==================== design 1
--- src/rtl/seq_detect_pkg.sv ---
// Shared constants and encodings for the seq_detect_n symbol-sequence detector.
package seq_detect_pkg;

  localparam int DEF_SYM_W = 2;
  localparam int DEF_LEN   = 3;
  localparam int DEF_CNT_W = 8;

  // Symbol value that wipes the history instead of being recorded.
  localparam int CLEAR_SYM = 0;

  typedef enum logic {
    MODE_LEVEL  = 1'b0,
    MODE_STICKY = 1'b1
  } mode_e;

  typedef enum logic {
    ST_HUNT = 1'b0,
    ST_LOCK = 1'b1
  } lock_e;

endpackage

--- src/rtl/seq_window.sv ---
// LEN-deep symbol history with saturating fill count; win_nxt/full_nxt show the
// window as it would look after shifting sym_in, so the caller can compare ahead.
module seq_window #(
  parameter int SYM_W = 2,
  parameter int LEN   = 3
) (
  input  logic                 clk,
  input  logic                 reset,
  input  logic                 shift,
  input  logic                 clr,
  input  logic [SYM_W-1:0]     sym_in,
  output logic [SYM_W*LEN-1:0] win_nxt,
  output logic                 full_nxt
);

  localparam int FW = $clog2(LEN + 1);
  localparam logic [FW-1:0] FILL_MAX = FW'(LEN);

  logic [SYM_W*LEN-1:0] win_q, win_d;
  logic [FW-1:0]        fill_q, fill_d;

  // Newest symbol enters at the top slot; slot 0 holds the oldest.
  generate
    if (LEN == 1) begin : g_one
      assign win_nxt = sym_in;
    end else begin : g_many
      assign win_nxt = {sym_in, win_q[SYM_W*LEN-1:SYM_W]};
    end
  endgenerate

  assign full_nxt = (fill_q >= (FILL_MAX - FW'(1)));

  always_comb begin
    win_d  = win_q;
    fill_d = fill_q;
    if (clr) begin
      win_d  = '0;
      fill_d = '0;
    end else if (shift) begin
      win_d = win_nxt;
      if (fill_q != FILL_MAX) fill_d = fill_q + FW'(1);
    end
  end

  always_ff @(posedge clk) begin
    if (reset) begin
      win_q  <= '0;
      fill_q <= '0;
    end else begin
      win_q  <= win_d;
      fill_q <= fill_d;
    end
  end

endmodule

--- src/rtl/seq_detect_n.sv ---
// Programmable LEN-symbol sequence detector, sticky or level output, 1-edge latency.
// Define SEQ_DETECT_CNT_EN to build the saturating hit counter; otherwise hit_cnt is 0.
module seq_detect_n
  import seq_detect_pkg::*;
#(
  parameter int                   SYM_W       = DEF_SYM_W,
  parameter int                   LEN         = DEF_LEN,
  parameter int                   CNT_W       = DEF_CNT_W,
  parameter logic [SYM_W*LEN-1:0] DEF_PATTERN = 'h39,
  parameter bit                   DEF_STICKY  = 1'b1
) (
  input  logic                 clk,
  input  logic                 reset,
  input  logic                 cfg_we,
  input  logic [SYM_W*LEN-1:0] cfg_pattern,
  input  logic                 cfg_sticky,
  input  logic                 in_valid,
  input  logic [SYM_W-1:0]     num,
  output logic                 ans,
  output logic                 hit,
  output logic [CNT_W-1:0]     hit_cnt
);

  logic [SYM_W*LEN-1:0] pattern_q, pattern_d;
  mode_e                mode_q, mode_d;
  lock_e                lock_q, lock_d;
  logic                 ans_q, ans_d;
  logic                 hit_q, hit_d;
  logic                 win_shift, win_clr, full_nxt, match;
  logic [SYM_W*LEN-1:0] win_nxt;

  seq_window #(.SYM_W(SYM_W), .LEN(LEN)) u_window (
    .clk      (clk),
    .reset    (reset),
    .shift    (win_shift),
    .clr      (win_clr),
    .sym_in   (num),
    .win_nxt  (win_nxt),
    .full_nxt (full_nxt)
  );

  // A pattern holding the clear symbol can never equal a window, which never stores one.
  assign match = full_nxt && (win_nxt == pattern_q);

  always_comb begin
    pattern_d = pattern_q;
    mode_d    = mode_q;
    lock_d    = lock_q;
    ans_d     = ans_q;
    hit_d     = 1'b0;
    win_shift = 1'b0;
    win_clr   = 1'b0;
    if (cfg_we) begin
      pattern_d = cfg_pattern;
      mode_d    = mode_e'(cfg_sticky);
      win_clr   = 1'b1;
      lock_d    = ST_HUNT;
      ans_d     = 1'b0;
    end else if (in_valid) begin
      if (num == SYM_W'(CLEAR_SYM)) begin
        win_clr = 1'b1;
        lock_d  = ST_HUNT;
        ans_d   = 1'b0;
      end else if (lock_q == ST_HUNT) begin
        win_shift = 1'b1;
        ans_d     = match;
        hit_d     = match;
        if (match && mode_q == MODE_STICKY) lock_d = ST_LOCK;
      end
    end
  end

  always_ff @(posedge clk) begin
    if (reset) begin
      pattern_q <= DEF_PATTERN;
      mode_q    <= mode_e'(DEF_STICKY);
      lock_q    <= ST_HUNT;
      ans_q     <= 1'b0;
      hit_q     <= 1'b0;
    end else begin
      pattern_q <= pattern_d;
      mode_q    <= mode_d;
      lock_q    <= lock_d;
      ans_q     <= ans_d;
      hit_q     <= hit_d;
    end
  end

  assign ans = ans_q;
  assign hit = hit_q;

`ifdef SEQ_DETECT_CNT_EN
  logic [CNT_W-1:0] cnt_q, cnt_d;

  always_comb begin
    cnt_d = cnt_q;
    if (hit_d && (cnt_q != {CNT_W{1'b1}})) cnt_d = cnt_q + CNT_W'(1);
  end

  always_ff @(posedge clk) begin
    if (reset) cnt_q <= '0;
    else       cnt_q <= cnt_d;
  end

  assign hit_cnt = cnt_q;
`else
  assign hit_cnt = '0;
`endif

endmodule

--- config.mk ---
export PLATFORM = sky130hd
export DESIGN_NAME = seq_detect_n
export DESIGN_NICKNAME = d
export VERILOG_FILES = /design/src/rtl/seq_detect_pkg.sv /design/src/rtl/seq_window.sv /design/src/rtl/seq_detect_n.sv
export SDC_FILE = /design/constraint.sdc
export NUM_CORES = 1
export LEC_CHECK = 0
export ABC_AREA = 1
export CAP_MARGIN = 20
export CORE_MARGIN = 4
export CORE_UTILIZATION = 49
export CTS_CLUSTER_SIZE = 14
export DETAILED_ROUTE_END_ITERATION = 10
export PLACE_DENSITY = 0.81
export SYNTH_ARGS = -nofsm -noshare
export SYNTH_HDL_FRONTEND = slang
export SYNTH_SLANG_ARGS = --single-unit
--- constraint.sdc ---
create_clock -name clk -period 3.8 [get_ports clk]
set_clock_uncertainty 0.2 [all_clocks]
set_input_delay 0.38 -clock clk [delete_from_list [all_inputs] [get_ports clk]]
set_output_delay 0.38 -clock clk [all_outputs]
set_load 0.02 [all_outputs]
==================== design 2
==> src/rtl/mem_port_arbiter.sv <==
// mem_port_arbiter: shares one memory bus between fetch (I) and data (D).
// Ports: clk/rst_n, I req/ack, D req/ack, m_* bus, err (MEM_ARB_TIMEOUT_EN).
module mem_port_arbiter #(
  parameter int ADDR_W       = 32,
  parameter int DATA_W       = 32,
  parameter int STARVE_LIMIT = 4,
  parameter int TIMEOUT_CYC  = 64
) (
  input  logic                clk,
  input  logic                rst_n,
  input  logic                i_req,
  input  logic [ADDR_W-1:0]   i_addr,
  output logic [DATA_W-1:0]   i_rdata,
  output logic                i_ack,
  input  logic                d_req,
  input  logic                d_we,
  input  logic [DATA_W/8-1:0] d_be,
  input  logic [ADDR_W-1:0]   d_addr,
  input  logic [DATA_W-1:0]   d_wdata,
  output logic [DATA_W-1:0]   d_rdata,
  output logic                d_ack,
  output logic                m_req,
  output logic                m_we,
  output logic [DATA_W/8-1:0] m_be,
  output logic [ADDR_W-1:0]   m_addr,
  output logic [DATA_W-1:0]   m_wdata,
  input  logic [DATA_W-1:0]   m_rdata,
  input  logic                m_ack,
  output logic                err
);

  localparam int BE_W = DATA_W / 8;
  localparam logic [3:0] LIM = 4'(STARVE_LIMIT);

  typedef enum logic [1:0] {IDLE, BUS, RESP} state_t;

  state_t            state;
  state_t            state_nx;
  logic              owner_d;
  logic [3:0]        starve_cnt;
  logic              grant_d;
  logic              grant_i;
  logic              tmo;
  logic              done;
  logic [DATA_W-1:0] rsp_data;

`ifdef MEM_ARB_TIMEOUT_EN
  localparam int WC_W = $clog2(TIMEOUT_CYC + 1);
  localparam logic [WC_W-1:0] WLIM = WC_W'(TIMEOUT_CYC - 1);

  logic [WC_W-1:0] wait_cnt;

  always_ff @(posedge clk or negedge rst_n) begin
    if (!rst_n) begin
      wait_cnt <= '0;
    end else if (state == BUS) begin
      wait_cnt <= wait_cnt + 1'b1;
    end else begin
      wait_cnt <= '0;
    end
  end

  // m_ack in the timeout cycle completes normally.
  assign tmo = (state == BUS) && !m_ack && (wait_cnt == WLIM);

  always_ff @(posedge clk or negedge rst_n) begin
    if (!rst_n) begin
      err <= 1'b0;
    end else if (tmo) begin
      err <= 1'b1;
    end
  end
`else
  logic unused_tmo_cfg;
  assign unused_tmo_cfg = ^TIMEOUT_CYC;
  assign tmo = 1'b0;
  assign err = 1'b0;
`endif

  // D wins unless I has been passed over STARVE_LIMIT times in a row.
  always_comb begin
    grant_d = d_req && (!i_req || (starve_cnt < LIM));
    grant_i = i_req && !grant_d;
    done    = (state == BUS) && (m_ack || tmo);
    rsp_data = m_ack ? m_rdata : DATA_W'(32'hDEAD_BEEF);
  end

  always_ff @(posedge clk or negedge rst_n) begin
    if (!rst_n) begin
      state <= IDLE;
    end else begin
      state <= state_nx;
    end
  end

  always_comb begin
    state_nx = state;
    unique case (state)
      IDLE:    if (grant_d || grant_i) state_nx = BUS;
      BUS:     if (done) state_nx = RESP;
      RESP:    state_nx = IDLE;
      default: state_nx = IDLE;
    endcase
  end

  always_ff @(posedge clk or negedge rst_n) begin
    if (!rst_n) begin
      owner_d    <= 1'b0;
      starve_cnt <= '0;
      m_req      <= 1'b0;
      m_we       <= 1'b0;
      m_be       <= '0;
      m_addr     <= '0;
      m_wdata    <= '0;
      i_ack      <= 1'b0;
      i_rdata    <= '0;
      d_ack      <= 1'b0;
      d_rdata    <= '0;
    end else begin
      i_ack <= 1'b0;
      d_ack <= 1'b0;
      unique case (state)
        IDLE: begin
          unique case (1'b1)
            grant_d: begin
              owner_d    <= 1'b1;
              starve_cnt <= i_req ? starve_cnt + 1'b1 : '0;
              m_req      <= 1'b1;
              m_we       <= d_we;
              m_be       <= d_be;
              m_addr     <= d_addr;
              m_wdata    <= d_wdata;
            end
            grant_i: begin
              owner_d    <= 1'b0;
              starve_cnt <= '0;
              m_req      <= 1'b1;
              m_we       <= 1'b0;
              m_be       <= {BE_W{1'b1}};
              m_addr     <= i_addr;
              m_wdata    <= '0;
            end
            default: ;
          endcase
        end
        BUS: begin
          if (done) begin
            m_req <= 1'b0;
            if (owner_d) begin
              d_ack <= 1'b1;
              // A completed write leaves d_rdata untouched.
              if (!m_we || !m_ack) d_rdata <= rsp_data;
            end else begin
              i_ack   <= 1'b1;
              i_rdata <= rsp_data;
            end
          end
        end
        default: ;
      endcase
    end
  end

endmodule

==> config.mk <==
export PLATFORM = sky130hd
export DESIGN_NAME = mem_port_arbiter
export DESIGN_NICKNAME = d
export VERILOG_FILES = /design/src/rtl/mem_port_arbiter.sv
export SDC_FILE = /design/constraint.sdc
export NUM_CORES = 1
export LEC_CHECK = 0
export ABC_CLOCK_PERIOD_IN_PS = 1900
export CAP_MARGIN = 20
export CORE_MARGIN = 2
export CORE_UTILIZATION = 44
export CTS_BUF_LIST = sky130_fd_sc_hd__clkbuf_8
export CTS_CLUSTER_DIAMETER = 120
export DETAILED_ROUTE_END_ITERATION = 16
export HOLD_SLACK_MARGIN = 0.05
export PLACE_DENSITY_LB_ADDON = 0.12
export SYNTH_ARGS = -nofsm -noshare
export SYNTH_HDL_FRONTEND = slang
export SYNTH_SLANG_ARGS = --single-unit
export TNS_END_PERCENT = 30
==> constraint.sdc <==
create_clock -name clk -period 1.9 [get_ports clk]
set_input_delay 0.285 -clock clk [delete_from_list [all_inputs] [get_ports clk]]
set_output_delay 0.285 -clock clk [all_outputs]
set_load 0.05 [all_outputs]
**Design 1: I/O pins on the die edge**

Pins as bars across the die edge, other pins in grey.
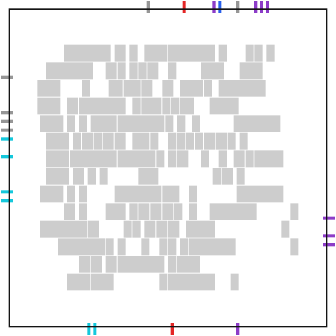
| colour | port | pins | direction | edge |
|---|---|---|---|---|
| blue | ans | 1 | output | north |
| purple | hit_cnt | 8 | output | 4 north, 3 east, 1 south |
| red | num | 2 | input | 1 south, 1 north |
| cyan | cfg_pattern | 6 | input | 4 west, 2 south |
die width: 48.8 um
chip height: 48.8 um
number of input and output port buffers inserted: 14

**Design 1: clock wiring as the flow saved it**

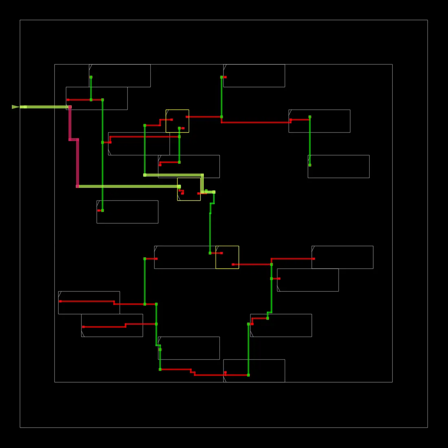
power drawn by the clock network: 87.0 uW
layout sequential cell count: 16
clock buffer instance count of the final layout: 3
Clock Sink Count: 16

==> design notes, design 1 <==
Measured in cells, the most critical reg-to-reg path has a length of 8. Endpoints with negative setup slack in the final report add up to 0. The run finished with clean final reports.

The logic gate fraction of the total cell area works out to 40.6%. The final layout report lists a non-clock inverter count of 17. Worst hold path class: flip-flop to flip-flop. The commonest register cell is sky130_fd_sc_hd__dfxtp_1. The synthesized design devotes to its leading area cell type 39.2% of total area. According to the timing report, the critical path is captured at ans. Combinational logic is responsible for 16.8% of the overall power. The simple logic cell fraction of the synthesized area is 25.6%. Non-clock buffers make up 14.7% of the layout cell area. The cell type taking the most area was combinational gates. Reported leakage power: 0.000427 uW. The share of total power dissipated in sequential elements is 56.0%. Number of global-route vias before repair: 593.

The tree is rooted in a sky130_fd_sc_hd__clkbuf_4. The run gives 13.0% for the synthesized-area fraction occupied by ao, oa, aoi and oai cells. The global-route congestion overflow total was 0; the clock transition time at the flip-flop clock pins of the worst setup and hold paths was 0.09 ns. The logs give 3 for the TritonCTS buffer count and 0.28 ns for the latest clock arrival within the worst-skew pair. The logs give 2380 um^2 for the die footprint and 1.76 ns for the pre-CTS setup slack. The antenna diode instance count came out at 0. For the post-synthesis sequential area ratio, the log shows 39.2%. Compared with the post-synthesis result, the final layout area differs by 16.8%.

With the largest net degree at the start of global routing at 10, the power per standard cell area is 336 nW/um^2. After synthesis, the share of cell area in mux cells is 0%.
## design 1: metrics by stage
step	total power (uW)	hold WS, ns	instances	util (%)
floorplan	225	0.230	119	-
global placement	236	0.248	140	60.5
detailed placement	238	0.254	140	60.5
CTS	323	0.267	143	61.9
global route	341	0.285	143	61.9
finish	321	0.265	143	61.9
## design 1: registers in the layout (all words and copies together), names as in the netlist
register         flops
hit                  1
lock_q               1
u_window.fill_q      2
mode_q               1
ans                  1
u_window.win_q       4
pattern_q            6
**Design 2: clock network drawn from the DEF**

The bar under the picture is 20 um long.
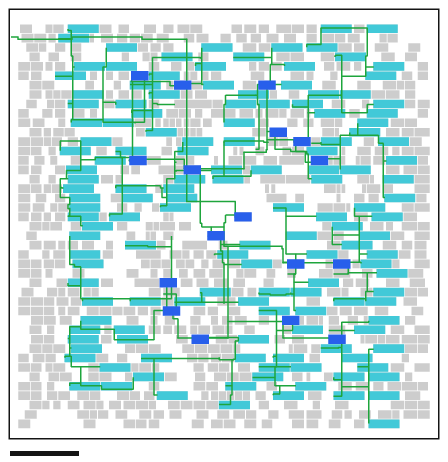
[blue] clock-net drivers | count: 17
[cyan] flip-flops | count: 143
[green] clock wires | length: 1670 um
routed clock nets: 18
flops lie: spread over the die
clock insertion delay at the later pin of the skew report: 0.44 ns
Worst Clk Skew: 0.00951 ns
power drawn by the clock network: 2350 uW
Clock Power Share: 13.2%

==> design notes, design 2 <==
The cell-mix breakdown from Yosys lists the XOR/XNOR area share as 0%. For this run, the detailed router's first-pass iteration total came to 5. Clock transition time at the flip-flop clock pins of the worst setup and hold paths: 0.08 ns. In the global route stage, met2 resource usage came out at 37.3%.

Per the post-route antenna check, the number of violating nets is 0. In the per-layer breakdown of the detailed-route log, met1 shows 7050 um. Total design power: 17800 uW. Across every metal layer, demand over resource in global routing totals 22.2%. Based on the critical path, the design can be clocked at up to 542 MHz. The flow ran to the end, and the final reports show no timing, DRC or antenna violations. Number of nets in the final layout: 909.

The logs give 0 for the hold violation total from the final report and 17200 um for the total wirelength of the detailed-routed design. There are 143 flip-flops and latches. The die footprint was 15300 um^2.

Signed area change from the synthesized netlist to the final layout: 52.6%. met1 track demand over resource after global routing is 27.7%.
## design 2: stage by stage
| step | util, % | TNS, ns |
|---|---|---|
| after floorplan | - | 0 |
| after global placement | 66.8 | -1.21 |
| after detailed placement | 66.8 | -2.16 |
| after CTS | 68.7 | 0 |
| after global routing | 69.1 | 0 |
| final | 69.1 | 0 |
## design 2: report_power, final
group	switching, uW	total, uW	internal (uW)
Combinational	6860	10200	3330
Sequential	795	5240	4440
Clock	1170	2350	1180
## design 2: what timing repair did
action                                  4_1_cts  5_1_grt
hold buffers                                  1        0
resized                                     111       19
endpoints found under the setup margin      111       19
endpoints found under the hold margin        46        0

==================== design 3
<file path="config.mk">
export PLATFORM = sky130hd
export DESIGN_NAME = nebula_local_inject_arbiter_flat
export DESIGN_NICKNAME = d
export VERILOG_FILES = /design/src/rtl/nebula_local_inject_arbiter_if.sv /design/src/rtl/nebula_local_inject_arbiter.sv /design/src/flat_wrapper.sv
export SDC_FILE = /design/constraint.sdc
export NUM_CORES = 1
export LEC_CHECK = 0
export CAP_MARGIN = 20
export CORE_AREA = 2 2 104 106
export DETAILED_ROUTE_END_ITERATION = 8
export DIE_AREA = 0 0 106 108
export GPL_TIMING_DRIVEN = 0
export PLACE_DENSITY_LB_ADDON = 0.15
export SYNTH_ARGS = -nofsm -noshare
export SYNTH_HDL_FRONTEND = slang
export SYNTH_SLANG_ARGS = --single-unit
</file>
<file path="constraint.sdc">
create_clock -name clk -period 5.6 [get_ports clk]
set_input_delay 1.68 -clock clk [delete_from_list [all_inputs] [get_ports clk]]
set_output_delay 1.68 -clock clk [all_outputs]
set_load 0.01 [all_outputs]
</file>
<file path="src/rtl/nebula_local_inject_arbiter_if.sv">
// rtl/nebula_local_inject_arbiter_if.sv - requester-side and router-side flit handshakes
interface nebula_local_inject_arbiter_if #(
    parameter int NUM_REQ = 4,
    parameter int FLIT_W  = 34
);
    logic [NUM_REQ-1:0]             req_valid;
    logic [NUM_REQ-1:0][FLIT_W-1:0] req_flit;
    logic [NUM_REQ-1:0]             req_ready;
    logic                           out_valid;
    logic [FLIT_W-1:0]              out_flit;
    logic                           out_ready;

    modport master (
        output req_valid, req_flit, out_ready,
        input  req_ready, out_valid, out_flit
    );

    modport slave (
        input  req_valid, req_flit, out_ready,
        output req_ready, out_valid, out_flit
    );
endinterface

</file>
<file path="src/rtl/nebula_local_inject_arbiter.sv">
// rtl/nebula_local_inject_arbiter.sv - packet-level round-robin arbiter onto one mesh local injection port
module nebula_local_inject_arbiter #(
    parameter int NUM_REQ     = 4,
    parameter int STALL_LIMIT = 256,
    parameter int CNT_WIDTH   = 16,
    parameter int FLIT_W      = 34,
    parameter int OW          = (NUM_REQ > 1) ? $clog2(NUM_REQ) : 1
) (
    input  logic                         clk,
    input  logic                         rst_n,
    nebula_local_inject_arbiter_if.slave bus,
    output logic [OW-1:0]                owner,
    output logic                         locked,
    output logic [CNT_WIDTH-1:0]         pkt_count,
    output logic                         stall_err,
    output logic                         proto_err,
    input  logic                         err_clr
);
    localparam int SW = (STALL_LIMIT > 1) ? $clog2(STALL_LIMIT) : 1;
    localparam logic [SW-1:0] STALL_MAX = SW'(STALL_LIMIT - 1);

    // Flit type lives in the two MSBs of every flit.
    localparam logic [1:0] FLIT_TYPE_HEAD   = 2'b00;
    localparam logic [1:0] FLIT_TYPE_BODY   = 2'b01;
    localparam logic [1:0] FLIT_TYPE_TAIL   = 2'b10;
    localparam logic [1:0] FLIT_TYPE_SINGLE = 2'b11;

    typedef enum logic {
        ST_IDLE,
        ST_LOCKED
    } state_t;

    state_t          state;
    state_t          state_nx;
    logic [OW-1:0]   rr_ptr;
    logic [SW-1:0]   stall_cnt;
    logic [OW-1:0]   grant;
    logic            grant_ok;
    logic            proto_evt;
    logic            acc;
    logic            take;
    logic [1:0]      take_type;
    logic            stall_idle;
    logic            stall_hit;

    function automatic logic is_start(input logic [1:0] ft);
        return (ft == FLIT_TYPE_HEAD) || (ft == FLIT_TYPE_SINGLE);
    endfunction

    function automatic logic [OW-1:0] rr_index(input logic [OW-1:0] base, input int offset);
        int s;
        s = (int'(base) + offset) % NUM_REQ;
        return OW'(s);
    endfunction

    always_comb begin
        grant     = owner;
        grant_ok  = 1'b0;
        proto_evt = 1'b0;
        if (state == ST_IDLE) begin
            // Descending scan: the eligible requester closest to rr_ptr is written last.
            for (int k = NUM_REQ - 1; k >= 0; k--) begin
                if (bus.req_valid[rr_index(rr_ptr, k)] &&
                    is_start(bus.req_flit[rr_index(rr_ptr, k)][FLIT_W-1 -: 2])) begin
                    grant    = rr_index(rr_ptr, k);
                    grant_ok = 1'b1;
                end
            end
            for (int i = 0; i < NUM_REQ; i++) begin
                if (bus.req_valid[i] && !is_start(bus.req_flit[i][FLIT_W-1 -: 2])) begin
                    proto_evt = 1'b1;
                end
            end
        end else if (bus.req_valid[owner]) begin
            if (is_start(bus.req_flit[owner][FLIT_W-1 -: 2])) begin
                proto_evt = 1'b1;
            end else begin
                grant_ok = 1'b1;
            end
        end
    end

    assign acc        = ~bus.out_valid | bus.out_ready;
    assign take       = acc & grant_ok;
    assign take_type  = bus.req_flit[grant][FLIT_W-1 -: 2];
    assign locked     = (state == ST_LOCKED);
    assign stall_idle = (state == ST_LOCKED) & ~bus.req_valid[owner];
    assign stall_hit  = stall_idle & (stall_cnt == STALL_MAX);

    always_comb begin
        bus.req_ready        = '0;
        bus.req_ready[grant] = take;
    end

    always_comb begin
        state_nx = state;
        if (take) begin
            if (state == ST_IDLE && take_type == FLIT_TYPE_HEAD) begin
                state_nx = ST_LOCKED;
            end else if (state == ST_LOCKED && take_type == FLIT_TYPE_TAIL) begin
                state_nx = ST_IDLE;
            end
        end
    end

    always_ff @(posedge clk or negedge rst_n) begin
        if (!rst_n) begin
            state <= ST_IDLE;
        end else begin
            state <= state_nx;
        end
    end

    always_ff @(posedge clk or negedge rst_n) begin
        if (!rst_n) begin
            bus.out_valid <= 1'b0;
            bus.out_flit  <= '0;
            owner         <= '0;
            rr_ptr        <= '0;
            pkt_count     <= '0;
            stall_cnt     <= '0;
            stall_err     <= 1'b0;
            proto_err     <= 1'b0;
        end else begin
            if (take) begin
                bus.out_flit  <= bus.req_flit[grant];
                bus.out_valid <= 1'b1;
            end else if (bus.out_ready) begin
                bus.out_valid <= 1'b0;
            end
            if (take && state == ST_IDLE) begin
                owner  <= grant;
                rr_ptr <= rr_index(grant, 1);
            end
            if (take && (take_type == FLIT_TYPE_SINGLE || take_type == FLIT_TYPE_TAIL)) begin
                pkt_count <= pkt_count + 1'b1;
            end
            // The lock is kept on a stall; the counter just parks at its limit.
            if (state != ST_LOCKED || take) begin
                stall_cnt <= '0;
            end else if (stall_idle && !stall_hit) begin
                stall_cnt <= stall_cnt + 1'b1;
            end
            stall_err <= stall_hit | (stall_err & ~err_clr);
            proto_err <= proto_evt | (proto_err & ~err_clr);
        end
    end
endmodule

</file>
<file path="src/flat_wrapper.sv">
// flat-port wrapper written by rule: the top's interface ports become plain ports
module nebula_local_inject_arbiter_flat 
#(
    parameter int NUM_REQ     = 4,
    parameter int STALL_LIMIT = 256,
    parameter int CNT_WIDTH   = 16,
    parameter int FLIT_W      = 34,
    parameter int OW          = (NUM_REQ > 1) ? $clog2(NUM_REQ) : 1
)
  (clk, rst_n, owner, locked, pkt_count, stall_err, proto_err, err_clr, bus_req_valid, bus_req_flit, bus_out_ready, bus_req_ready, bus_out_valid, bus_out_flit);
  nebula_local_inject_arbiter_if #(.NUM_REQ(NUM_REQ), .FLIT_W(FLIT_W)) bus_i ();
  input  logic clk;
  input  logic rst_n;
  output logic [OW-1:0] owner;
  output logic locked;
  output logic [CNT_WIDTH-1:0] pkt_count;
  output logic stall_err;
  output logic proto_err;
  input  logic err_clr;
  input wire logic [$bits(bus_i.req_valid)-1:0] bus_req_valid;
  input wire logic [$bits(bus_i.req_flit)-1:0] bus_req_flit;
  input wire logic [$bits(bus_i.out_ready)-1:0] bus_out_ready;
  output wire logic [$bits(bus_i.req_ready)-1:0] bus_req_ready;
  output wire logic [$bits(bus_i.out_valid)-1:0] bus_out_valid;
  output wire logic [$bits(bus_i.out_flit)-1:0] bus_out_flit;
  assign bus_i.req_valid = bus_req_valid;
  assign bus_i.req_flit = bus_req_flit;
  assign bus_i.out_ready = bus_out_ready;
  assign bus_req_ready = bus_i.req_ready;
  assign bus_out_valid = bus_i.out_valid;
  assign bus_out_flit = bus_i.out_flit;
  nebula_local_inject_arbiter #(.NUM_REQ(NUM_REQ), .STALL_LIMIT(STALL_LIMIT), .CNT_WIDTH(CNT_WIDTH), .FLIT_W(FLIT_W), .OW(OW)) u_core (.clk(clk), .rst_n(rst_n), .bus(bus_i), .owner(owner), .locked(locked), .pkt_count(pkt_count), .stall_err(stall_err), .proto_err(proto_err), .err_clr(err_clr));
endmodule
</file>
==================== design 4
**src/rtl/mem_port_arbiter.sv**
```systemverilog
// Memory-bus arbiter between fetch (F) and execute (X) requesters with an in-order ID FIFO for response routing.
// Define MEM_ARB_FIXED_PRIO_EN to make X win every unlocked tie; default build is round-robin.
module mem_port_arbiter #(
    parameter int MAX_OUTSTANDING = 4,
    parameter int ADDR_W          = 32,
    parameter int DATA_W          = 32,
    parameter int REQ_W           = 1 + DATA_W/8 + DATA_W + ADDR_W
) (
    input  logic              clk,
    input  logic              rst,
    input  logic              f_req_valid,
    output logic              f_req_ready,
    input  logic [REQ_W-1:0]  f_req_data,
    output logic              f_resp_valid,
    input  logic              f_resp_ready,
    output logic [DATA_W-1:0] f_resp_data,
    input  logic              x_req_valid,
    output logic              x_req_ready,
    input  logic [REQ_W-1:0]  x_req_data,
    output logic              x_resp_valid,
    input  logic              x_resp_ready,
    output logic [DATA_W-1:0] x_resp_data,
    output logic              m_req_valid,
    input  logic              m_req_ready,
    output logic [REQ_W-1:0]  m_req_data,
    input  logic              m_resp_valid,
    output logic              m_resp_ready,
    input  logic [DATA_W-1:0] m_resp_data
);

    localparam int PTR_W = (MAX_OUTSTANDING > 1) ? $clog2(MAX_OUTSTANDING) : 1;
    localparam int CNT_W = $clog2(MAX_OUTSTANDING + 1);
    localparam logic [CNT_W-1:0] CNT_MAX  = CNT_W'(MAX_OUTSTANDING);
    localparam logic [PTR_W-1:0] PTR_LAST = PTR_W'(MAX_OUTSTANDING - 1);
    localparam logic ID_F = 1'b0;
    localparam logic ID_X = 1'b1;

    typedef enum logic [1:0] {
        ARB_OPEN   = 2'd0,
        ARB_LOCK_F = 2'd1,
        ARB_LOCK_X = 2'd2
    } arb_state_e;

    arb_state_e state_q, state_d;

    logic [MAX_OUTSTANDING-1:0] id_fifo_q;
    logic [PTR_W-1:0]           wr_ptr_q, wr_ptr_d;
    logic [PTR_W-1:0]           rd_ptr_q, rd_ptr_d;
    logic [CNT_W-1:0]           count_q, count_d;

    logic grant_x;
    logic req_hs;
    logic pop;
    logic empty;
    logic full;
    logic head_x;

`ifndef MEM_ARB_FIXED_PRIO_EN
    logic rr_last_q, rr_last_d;
`endif

    function automatic logic [PTR_W-1:0] ptr_inc(input logic [PTR_W-1:0] p);
        if (p == PTR_LAST) begin
            return '0;
        end
        return p + PTR_W'(1);
    endfunction

    // Lock FSM: holds the grant on a requester whose request the bus has not yet taken.
    always_ff @(posedge clk or negedge rst) begin
        if (!rst) begin
            state_q <= ARB_OPEN;
        end else begin
            state_q <= state_d;
        end
    end

    always_comb begin
        state_d = state_q;
        if (m_req_valid && !m_req_ready) begin
            state_d = grant_x ? ARB_LOCK_X : ARB_LOCK_F;
        end else if (req_hs) begin
            state_d = ARB_OPEN;
        end
    end

    always_comb begin
        grant_x = ID_F;
        unique case (state_q)
            ARB_LOCK_F: grant_x = ID_F;
            ARB_LOCK_X: grant_x = ID_X;
            default: begin
                if (x_req_valid && !f_req_valid) begin
                    grant_x = ID_X;
                end else if (x_req_valid && f_req_valid) begin
`ifdef MEM_ARB_FIXED_PRIO_EN
                    grant_x = ID_X;
`else
                    grant_x = (rr_last_q == ID_F);
`endif
                end
            end
        endcase
    end

    // Request path: pure mux, no added latency; every valid/ready is forced low during reset.
    assign m_req_data  = grant_x ? x_req_data : f_req_data;
    assign m_req_valid = rst && (grant_x ? x_req_valid : f_req_valid) && !full;
    assign f_req_ready = rst && !grant_x && m_req_ready && !full;
    assign x_req_ready = rst && grant_x && m_req_ready && !full;
    assign req_hs      = m_req_valid && m_req_ready;

    // Response path: routed by the FIFO head; a beat with nothing outstanding is sunk.
    assign empty        = (count_q == '0);
    assign head_x       = id_fifo_q[rd_ptr_q];
    assign m_resp_ready = rst && (empty ? 1'b1 : (head_x ? x_resp_ready : f_resp_ready));
    assign f_resp_valid = rst && !empty && !head_x && m_resp_valid;
    assign x_resp_valid = rst && !empty && head_x && m_resp_valid;
    assign f_resp_data  = m_resp_data;
    assign x_resp_data  = m_resp_data;
    assign pop          = m_resp_valid && m_resp_ready && !empty;
    assign full         = (count_q == CNT_MAX) && !pop;

    always_comb begin
        count_d  = count_q;
        wr_ptr_d = wr_ptr_q;
        rd_ptr_d = rd_ptr_q;
        unique case ({req_hs, pop})
            2'b10:   count_d = count_q + CNT_W'(1);
            2'b01:   count_d = count_q - CNT_W'(1);
            default: count_d = count_q;
        endcase
        if (req_hs) begin
            wr_ptr_d = ptr_inc(wr_ptr_q);
        end
        if (pop) begin
            rd_ptr_d = ptr_inc(rd_ptr_q);
        end
    end

    always_ff @(posedge clk or negedge rst) begin
        if (!rst) begin
            count_q  <= '0;
            wr_ptr_q <= '0;
            rd_ptr_q <= '0;
        end else begin
            count_q  <= count_d;
            wr_ptr_q <= wr_ptr_d;
            rd_ptr_q <= rd_ptr_d;
        end
    end

    // ID storage needs no reset: entries are only read between push and pop.
    always_ff @(posedge clk) begin
        if (req_hs) begin
            id_fifo_q[wr_ptr_q] <= grant_x;
        end
    end

`ifndef MEM_ARB_FIXED_PRIO_EN
    assign rr_last_d = req_hs ? grant_x : rr_last_q;

    always_ff @(posedge clk or negedge rst) begin
        if (!rst) begin
            rr_last_q <= ID_F;
        end else begin
            rr_last_q <= rr_last_d;
        end
    end
`endif

`ifndef SYNTHESIS
    always @(posedge clk) begin
        if (rst) begin
            assert (!(m_resp_valid && empty))
                else $warning("mem_port_arbiter: response beat with no outstanding request dropped");
        end
    end
`endif

endmodule

```
**config.mk**
```make
export PLATFORM = sky130hd
export DESIGN_NAME = mem_port_arbiter
export DESIGN_NICKNAME = d
export VERILOG_FILES = /design/src/rtl/mem_port_arbiter.sv
export SDC_FILE = /design/constraint.sdc
export NUM_CORES = 1
export LEC_CHECK = 0
export CAP_MARGIN = 5
export CORE_AREA = 2 2 122 124
export CTS_CLUSTER_SIZE = 10
export DETAILED_ROUTE_END_ITERATION = 12
export DIE_AREA = 0 0 124 126
export PLACE_DENSITY_LB_ADDON = 0.05
export SLEW_MARGIN = 25
export SYNTH_ARGS = -nofsm -noshare
export SYNTH_HDL_FRONTEND = slang
export SYNTH_SLANG_ARGS = --single-unit
```
**constraint.sdc**
```tcl
create_clock -name clk -period 5.78 [get_ports clk]
set_input_delay 1.156 -clock clk [delete_from_list [all_inputs] [get_ports clk]]
set_output_delay 1.156 -clock clk [all_outputs]
set_load 0.02 [all_outputs]
```
==================== design 5
===== src/rtl/mem_master.sv =====
// Bus-master front end: turns byte/word CPU requests into single-byte strobes
// against memory_top, assembling little-endian words with a per-byte timeout.
module mem_master #(
    parameter int DATA_WIDTH = 8,
    parameter int ADDR_WIDTH = 16,
    parameter int TIMEOUT    = 255
) (
    input  logic                    clk,
    input  logic                    reset,
    input  logic                    req_valid,
    output logic                    req_ready,
    input  logic                    req_write,
    input  logic                    req_word,
    input  logic                    req_page_wrap,
    input  logic [ADDR_WIDTH-1:0]   req_addr,
    input  logic [2*DATA_WIDTH-1:0] req_wdata,
    output logic                    rsp_valid,
    output logic [2*DATA_WIDTH-1:0] rsp_rdata,
    output logic                    rsp_error,
    output logic                    mem_rd_enable,
    output logic                    mem_wr_enable,
    output logic [ADDR_WIDTH-1:0]   mem_addr,
    output logic [DATA_WIDTH-1:0]   mem_wr_data,
    input  logic                    mem_busy,
    input  logic [DATA_WIDTH-1:0]   mem_rd_data
);

    localparam int TW = $clog2(TIMEOUT + 1);

    localparam logic [1:0] S_IDLE  = 2'd0;
    localparam logic [1:0] S_ISSUE = 2'd1;
    localparam logic [1:0] S_WAIT  = 2'd2;
    localparam logic [1:0] S_RESP  = 2'd3;

    logic [1:0]              state_q, state_d;
    logic                    write_q, write_d;
    logic                    word_q, word_d;
    logic                    wrap_q, wrap_d;
    logic [ADDR_WIDTH-1:0]   addr_q, addr_d;
    logic [2*DATA_WIDTH-1:0] wdata_q, wdata_d;
    logic                    idx_q, idx_d;
    logic [TW-1:0]           timer_q, timer_d;
    logic [2*DATA_WIDTH-1:0] rdata_q, rdata_d;
    logic                    error_q, error_d;

    logic [ADDR_WIDTH-1:0]   next_addr;
    logic [ADDR_WIDTH-1:0]   byte_addr;
    logic                    strobe;
    logic                    timed_out;

    // 6502 page wrap keeps the high byte and lets only the low byte roll over.
    assign next_addr = wrap_q ? {addr_q[ADDR_WIDTH-1:8], addr_q[7:0] + 8'd1}
                              : addr_q + ADDR_WIDTH'(1);
    assign byte_addr = idx_q ? next_addr : addr_q;
    assign strobe    = (state_q == S_ISSUE) && !mem_busy;
    assign timed_out = mem_busy && (timer_q == TW'(TIMEOUT));

    always_comb begin
        // NOTE: every signal gets a default first so no path leaves it unassigned (no latch).
        state_d = state_q;
        write_d = write_q;
        word_d  = word_q;
        wrap_d  = wrap_q;
        addr_d  = addr_q;
        wdata_d = wdata_q;
        idx_d   = idx_q;
        timer_d = timer_q;
        rdata_d = rdata_q;
        error_d = error_q;
        case (state_q)
            S_IDLE: begin
                if (req_valid) begin
                    write_d = req_write;
                    word_d  = req_word;
                    wrap_d  = req_page_wrap;
                    addr_d  = req_addr;
                    wdata_d = req_wdata;
                    idx_d   = 1'b0;
                    timer_d = '0;
                    rdata_d = '0;
                    error_d = 1'b0;
                    state_d = S_ISSUE;
                end
            end
            S_ISSUE: begin
                if (!mem_busy) begin
                    timer_d = '0;
                    state_d = S_WAIT;
                end else if (timed_out) begin
                    error_d = 1'b1;
                    state_d = S_RESP;
                end else begin
                    timer_d = timer_q + TW'(1);
                end
            end
            S_WAIT: begin
                if (!mem_busy) begin
                    if (!write_q) begin
                        if (idx_q) rdata_d[2*DATA_WIDTH-1:DATA_WIDTH] = mem_rd_data;
                        else       rdata_d[DATA_WIDTH-1:0]            = mem_rd_data;
                    end
                    if (word_q && !idx_q) begin
                        idx_d   = 1'b1;
                        timer_d = '0;
                        state_d = S_ISSUE;
                    end else begin
                        state_d = S_RESP;
                    end
                end else if (timed_out) begin
                    error_d = 1'b1;
                    state_d = S_RESP;
                end else begin
                    timer_d = timer_q + TW'(1);
                end
            end
            default: state_d = S_IDLE;
        endcase
    end

    // NOTE: state registers use non-blocking assignments so every flop samples pre-edge values.
    always_ff @(posedge clk or negedge reset) begin
        if (!reset) begin
            state_q <= S_IDLE;
            write_q <= 1'b0;
            word_q  <= 1'b0;
            wrap_q  <= 1'b0;
            addr_q  <= '0;
            wdata_q <= '0;
            idx_q   <= 1'b0;
            timer_q <= '0;
            rdata_q <= '0;
            error_q <= 1'b0;
        end else begin
            state_q <= state_d;
            write_q <= write_d;
            word_q  <= word_d;
            wrap_q  <= wrap_d;
            addr_q  <= addr_d;
            wdata_q <= wdata_d;
            idx_q   <= idx_d;
            timer_q <= timer_d;
            rdata_q <= rdata_d;
            error_q <= error_d;
        end
    end

    // Strobes are decoded from state so an async reset removes them at once.
    assign req_ready     = (state_q == S_IDLE);
    assign rsp_valid     = (state_q == S_RESP);
    assign rsp_rdata     = rdata_q;
    assign rsp_error     = error_q;
    assign mem_rd_enable = strobe && !write_q;
    assign mem_wr_enable = strobe && write_q;
    assign mem_addr      = strobe ? byte_addr : '0;
    assign mem_wr_data   = (strobe && write_q)
                         ? (idx_q ? wdata_q[2*DATA_WIDTH-1:DATA_WIDTH] : wdata_q[DATA_WIDTH-1:0])
                         : '0;

endmodule


===== config.mk =====
export PLATFORM = sky130hd
export DESIGN_NAME = mem_master
export DESIGN_NICKNAME = d
export VERILOG_FILES = /design/src/rtl/mem_master.sv
export SDC_FILE = /design/constraint.sdc
export NUM_CORES = 1
export LEC_CHECK = 0
export ABC_CLOCK_PERIOD_IN_PS = 4500
export CAP_MARGIN = 10
export CORE_MARGIN = 2
export CORE_UTILIZATION = 52
export DETAILED_ROUTE_END_ITERATION = 12
export GPL_TIMING_DRIVEN = 0
export PLACE_DENSITY = 0.91
export SLEW_MARGIN = 20
export SYNTH_ARGS = -nofsm -noshare
export SYNTH_HDL_FRONTEND = slang
export SYNTH_SLANG_ARGS = --single-unit

===== constraint.sdc =====
create_clock -name clk -period 4.5 [get_ports clk]
set_clock_uncertainty 0.05 [all_clocks]
set_input_delay 0.675 -clock clk [delete_from_list [all_inputs] [get_ports clk]]
set_output_delay 0.675 -clock clk [all_outputs]
set_load 0.01 [all_outputs]

**Design 3: clock network drawn from the DEF**

The bar under the picture is 20 um long.
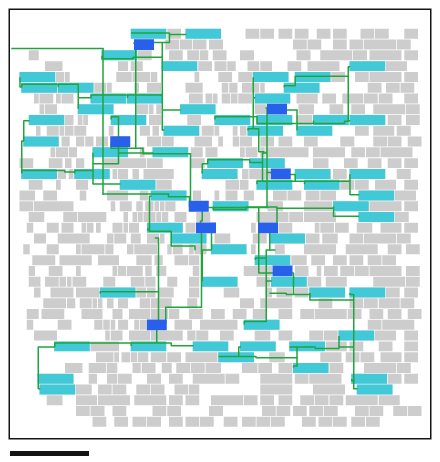
[cyan] flip-flops | count: 66
[blue] clock-net drivers | count: 9
[green] clock wires | length: 946 um
flops lie: spread over the die
routed clock nets: 10

**Design 3: I/O pins on the die edge**

Pins as bars across the die edge, other pins in grey.
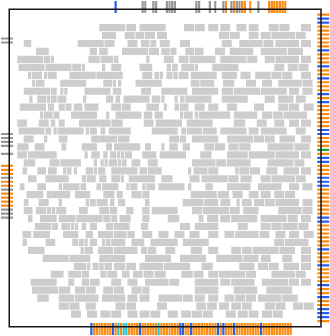
| colour | port | pins | direction | edge |
|---|---|---|---|---|
| green | bus_out_valid | 1 | output | east |
| orange | bus_req_flit | 136 | input | 61 south, 54 east, 12 north, 9 west |
| blue | bus_out_flit | 34 | output | 23 east, 10 south, 1 north |
| cyan | bus_req_ready | 4 | output | south |
all pins by edge: 78 east, 75 south, 30 north, 21 west

==> design notes, design 3 <==
In the log, the iteration count for the first detailed-route pass is 4. With the clock network area share at 3.15%, the share of flip-flops with an asynchronous set or reset is 100%. The main logic family after synthesis was multiplexers. The hold violation total from the final report came out at 0.

The report puts the cell count of the worst reg-to-reg path at 12. The clock reaches the later pin of the worst-skew pair after 0.35 ns. With the inverter count at 11, the number of clock sinks is 66. The logs give 0 for the initial antenna violation count and 5.79% for the met3 global-route usage. The fill cell instance count of the final layout is 777, and the total of max-cap violations is 0. The finished layout holds 702 standard cells, fillers aside. Beginning of the worst hold path: u_core.bus.out_flit[33]. Entering global routing, the biggest net connects 67 pins.

The tools report the weighted congestion reported at the end of routability-driven placement as 0.909. The power report lists the combinational group at 2380 uW. The run finished with clean final reports. Among logic cells in the layout, the one with the most instances is sky130_fd_sc_hd__clkdlybuf4s50_1.

In the final layout, flip-flops and latches occupy 1650 um^2. The power report lists cell-internal power as 2300 uW. The run gives 136 for the tap cell count.
[design 3: worst max-delay path: stages]
cell and delay, ns:
sky130_fd_sc_hd__dlygate4sd2_1 0.30, sky130_fd_sc_hd__xnor2_2 0.21, sky130_fd_sc_hd__mux4_2 0.52, sky130_fd_sc_hd__nand2_1 0.09, sky130_fd_sc_hd__o311ai_1 0.18, sky130_fd_sc_hd__nor2b_2 0.23, sky130_fd_sc_hd__buf_8 0.21, sky130_fd_sc_hd__and2_1 0.14
sky130_fd_sc_hd__dlygate4sd2_1 0.27
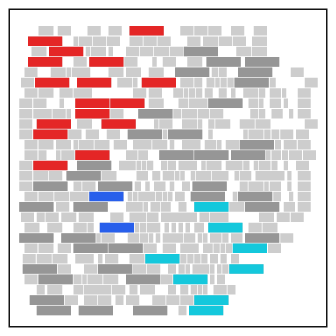
**Above:** design 5 (sequential cells coloured by netlist name).
Other sequential cells in the stronger grey, the rest of the logic in the fainter grey.
| colour | name in the netlist | sequential cells |
|---|---|---|
| red | wdata_q | 16 |
| cyan | timer_q | 8 |
| blue | state_q | 2 |

==> design notes, design 5 <==
The run gives 0.07 ns for the clock transition time at the flip-flop clock pins of the worst setup and hold paths. Mux share of post-synthesis cell area: 20.4%. In this run the worst setup path begins at mem_busy. Worst hold path class: input pin to asynchronous set/reset pin. Yosys attributes the largest share of cell area to sky130_fd_sc_hd__dfrtp_1 (49%), sky130_fd_sc_hd__mux2_2 (17%), sky130_fd_sc_hd__mux2i_1 (3.4%), sky130_fd_sc_hd__nor2_1 (3.0%), sky130_fd_sc_hd__ha_1 (2.3%).

The net switching power of the design is 943 uW. The run gives 2771 as the number of global-route vias before repair. Synthesis produced a netlist whose cell count is 289. The number of maximum-capacitance violations recorded for the run is 0.

For reference, the final report shows the hold violation count at 0. Power comes to 2650 uW. The synth_stat.txt file lists the number of cells as 289.

The synthesis run identifies the leading combinational cell family as multiplexers. The capture point of the critical path was reported as mem_addr[1]. After synthesis the cells add up to 3240 um^2. The clock network is responsible for 15.9% of the overall power. For the pin with the worst max-slew slack, the measured transition is 0.719 ns. The data required time reported for the critical path is 3.77 ns. The cell occurring most often along the worst timing path is sky130_fd_sc_hd__clkbuf_1. In this run the tools logged warnings totalling 29. The share of cells above drive strength 1 was 18.7%. The count of nets left with antenna violations once routing finished came out at 0. The flow reported a cell area power density of 599 nW/um^2. STA classifies the critical path endpoint as an output pin. The largest net degree at the start of global routing is 45. The flow ran to the end, and the final reports show no timing, DRC or antenna violations.

Hold repair after CTS inserted 0 buffers. The met2 layer usage reported by global route is 40.2%.
==> design 5: cell type report <==
class | count | area [um^2]
buffer | 13 | 51.3
inverter | 9 | 33.8
clock inverter | 1 | 5.00
fill | 412 | 1560
sequential | 63 | 1580
multi-input combinational | 204 | 1580
timing repair buffer | 92 | 928
clock buffer | 13 | 159
tap | 75 | 93.8
==> design 5: state kept, by name, indices dropped and copies added (netlist names) <==
register   count
word_q         1
wrap_q         1
rsp_error      1
rsp_rdata     16
state_q        2
idx_q          1
timer_q        8
wdata_q       16
write_q        1
addr_q        16
**Design 4: wiring by layer**

The bar under the picture is 20 um long.
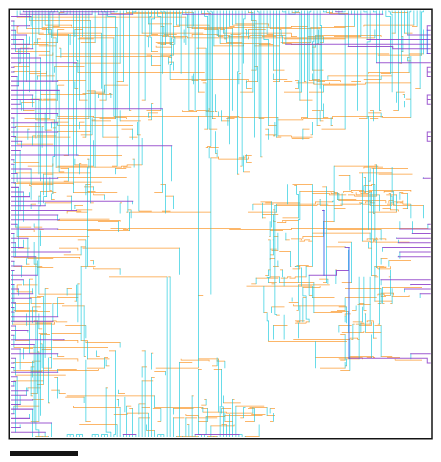
| colour | layer | wire length |
|---|---|---|
| orange | M1 | 3560 um |
| cyan | M2 | 5070 um |
| blue | M4 | 58.5 um |
| purple | M3 | 1040 um |

**Design 4: sequential cells coloured by netlist name**

Other sequential cells in the stronger grey, the rest of the logic in the fainter grey.
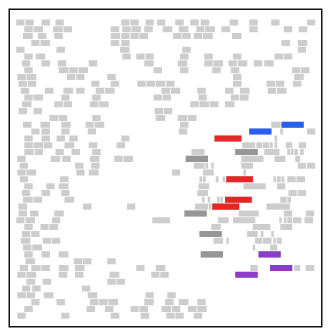
| colour | name in the netlist | sequential cells |
|---|---|---|
| red | id_fifo_q | 4 |
| purple | count_q | 3 |
| blue | state_q | 2 |
not coloured: 5
core utilization of the finished layout: 29.2%
power attributed to sequential cells: 178 uW
storage element area: 370 um^2
sequential share of cell area: 8.86%

==> design notes, design 4 <==
The flow ran to the end, and the final reports show no timing, DRC or antenna violations. The post-route report lists met1 wire length as 3560 um. The aggregate negative setup slack came out at 0 ns. Of the available clock period, the critical path in the final layout requires 81.5%. The worst endpoint required time is 4.62 ns. Overall power consumption after layout is estimated at 1620 uW. The reported leakage power was 0.00160 uW.

The post-synth count of flops with an enable pin is 4. With the synthesized cell area at 2140 um^2, the hold violation total from the final report is 0. In the power breakdown, the internal column shows 949 uW.

TritonCTS built the clock tree. The logs give 2043 for the total number of vias and 4090 um^2 for the total placed instance area. The most common flop cell mapped by yosys was sky130_fd_sc_hd__dfrtp_1. The timing endpoint of the critical path was m_req_data[1]. The shortest period the worst path allows is 4.71 ns. The run gives 0.133 mV as the maximum vdd ir drop.

The x dimension of the die is 124 um, and the count of endpoints failing setup in the final report is 0. The detailed-routed wire length on met2 is 5060 um. Clock tree buffers and inverters occupy 2.13% of the routed design's cell area. Ranked by total cell area, the synthesized netlist is headed by sky130_fd_sc_hd__mux2_2 (37%), sky130_fd_sc_hd__buf_4 (22%), sky130_fd_sc_hd__dfrtp_1 (12%), sky130_fd_sc_hd__edfxtp_1 (5.6%), sky130_fd_sc_hd__ha_1 (4.1%). The critical path's slowest stage uses the library cell sky130_fd_sc_hd__clkdlybuf4s50_1.
## design 4: worst min-delay path by stage
| stage | from | to | slack [ns] |
|---|---|---|---|
| 5_1_grt | count_q[0] | count_q[0] | 0.53 |
| 3_3_place_gp | state_q[1] | state_q[1] | 0.49 |
| 3_5_place_dp | count_q[0] | count_q[0] | 0.51 |
| 4_1_cts | count_q[0] | count_q[0] | 0.52 |
| 6_report | count_q[0] | count_q[0] | 0.50 |
| 2_1_floorplan | count_q[0] | count_q[0] | 0.46 |


==> notes/layouts.md <==
Pictures saved along the way, in no particular order.

Clock wiring as the flow saved it.
picture 1
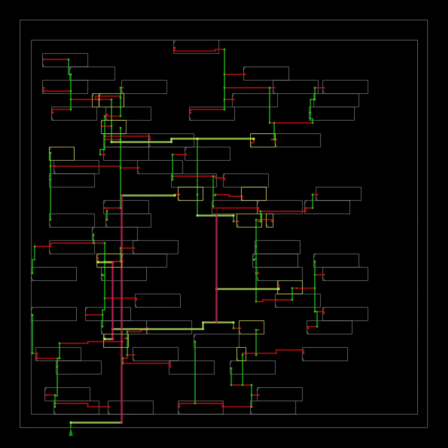
picture 2
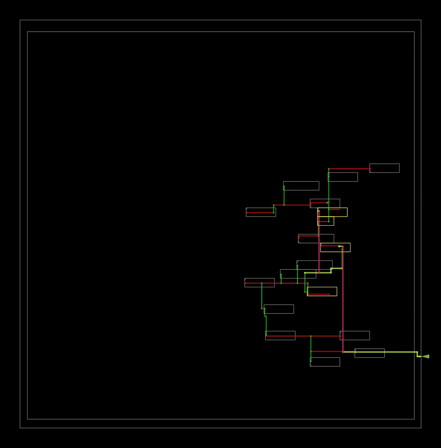
picture 3
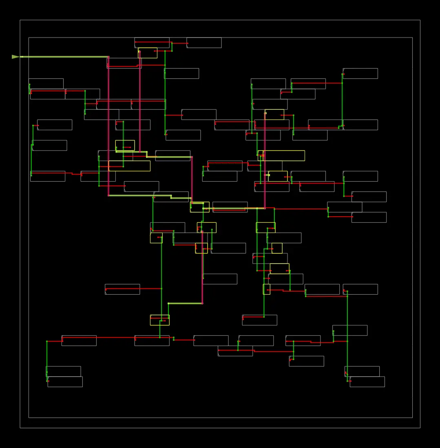
picture 4
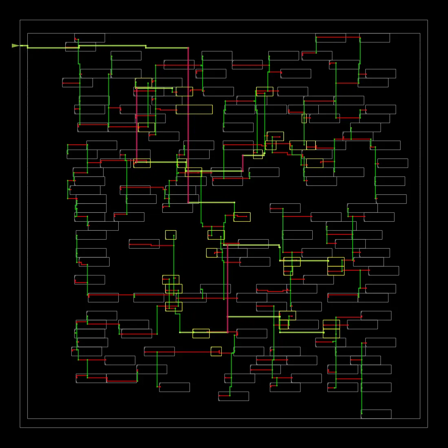
design 4 -> picture 2
design 2 -> picture 4
design 5 -> picture 1
design 3 -> picture 3


==> layout pictures side by side <==
I/O pins on the die edge.
Pins as bars across the die edge, other pins in grey.
Plate I
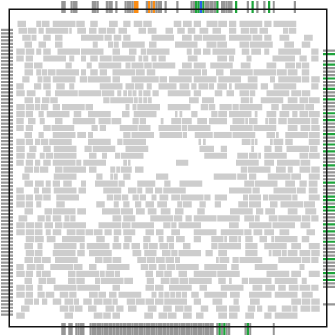
Plate II
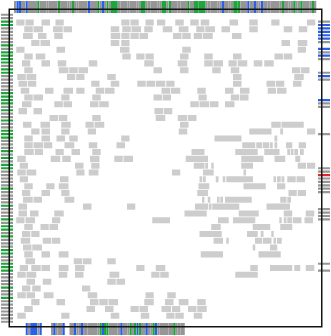
Plate III
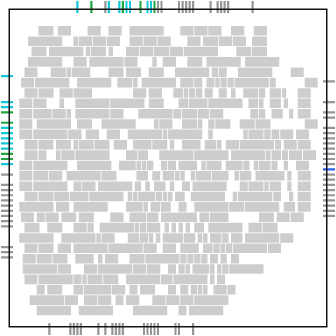
For design 2, see Plate I.
For design 4, see Plate II.
For design 5, see Plate III.

Power and IR drop assume default switching activity.
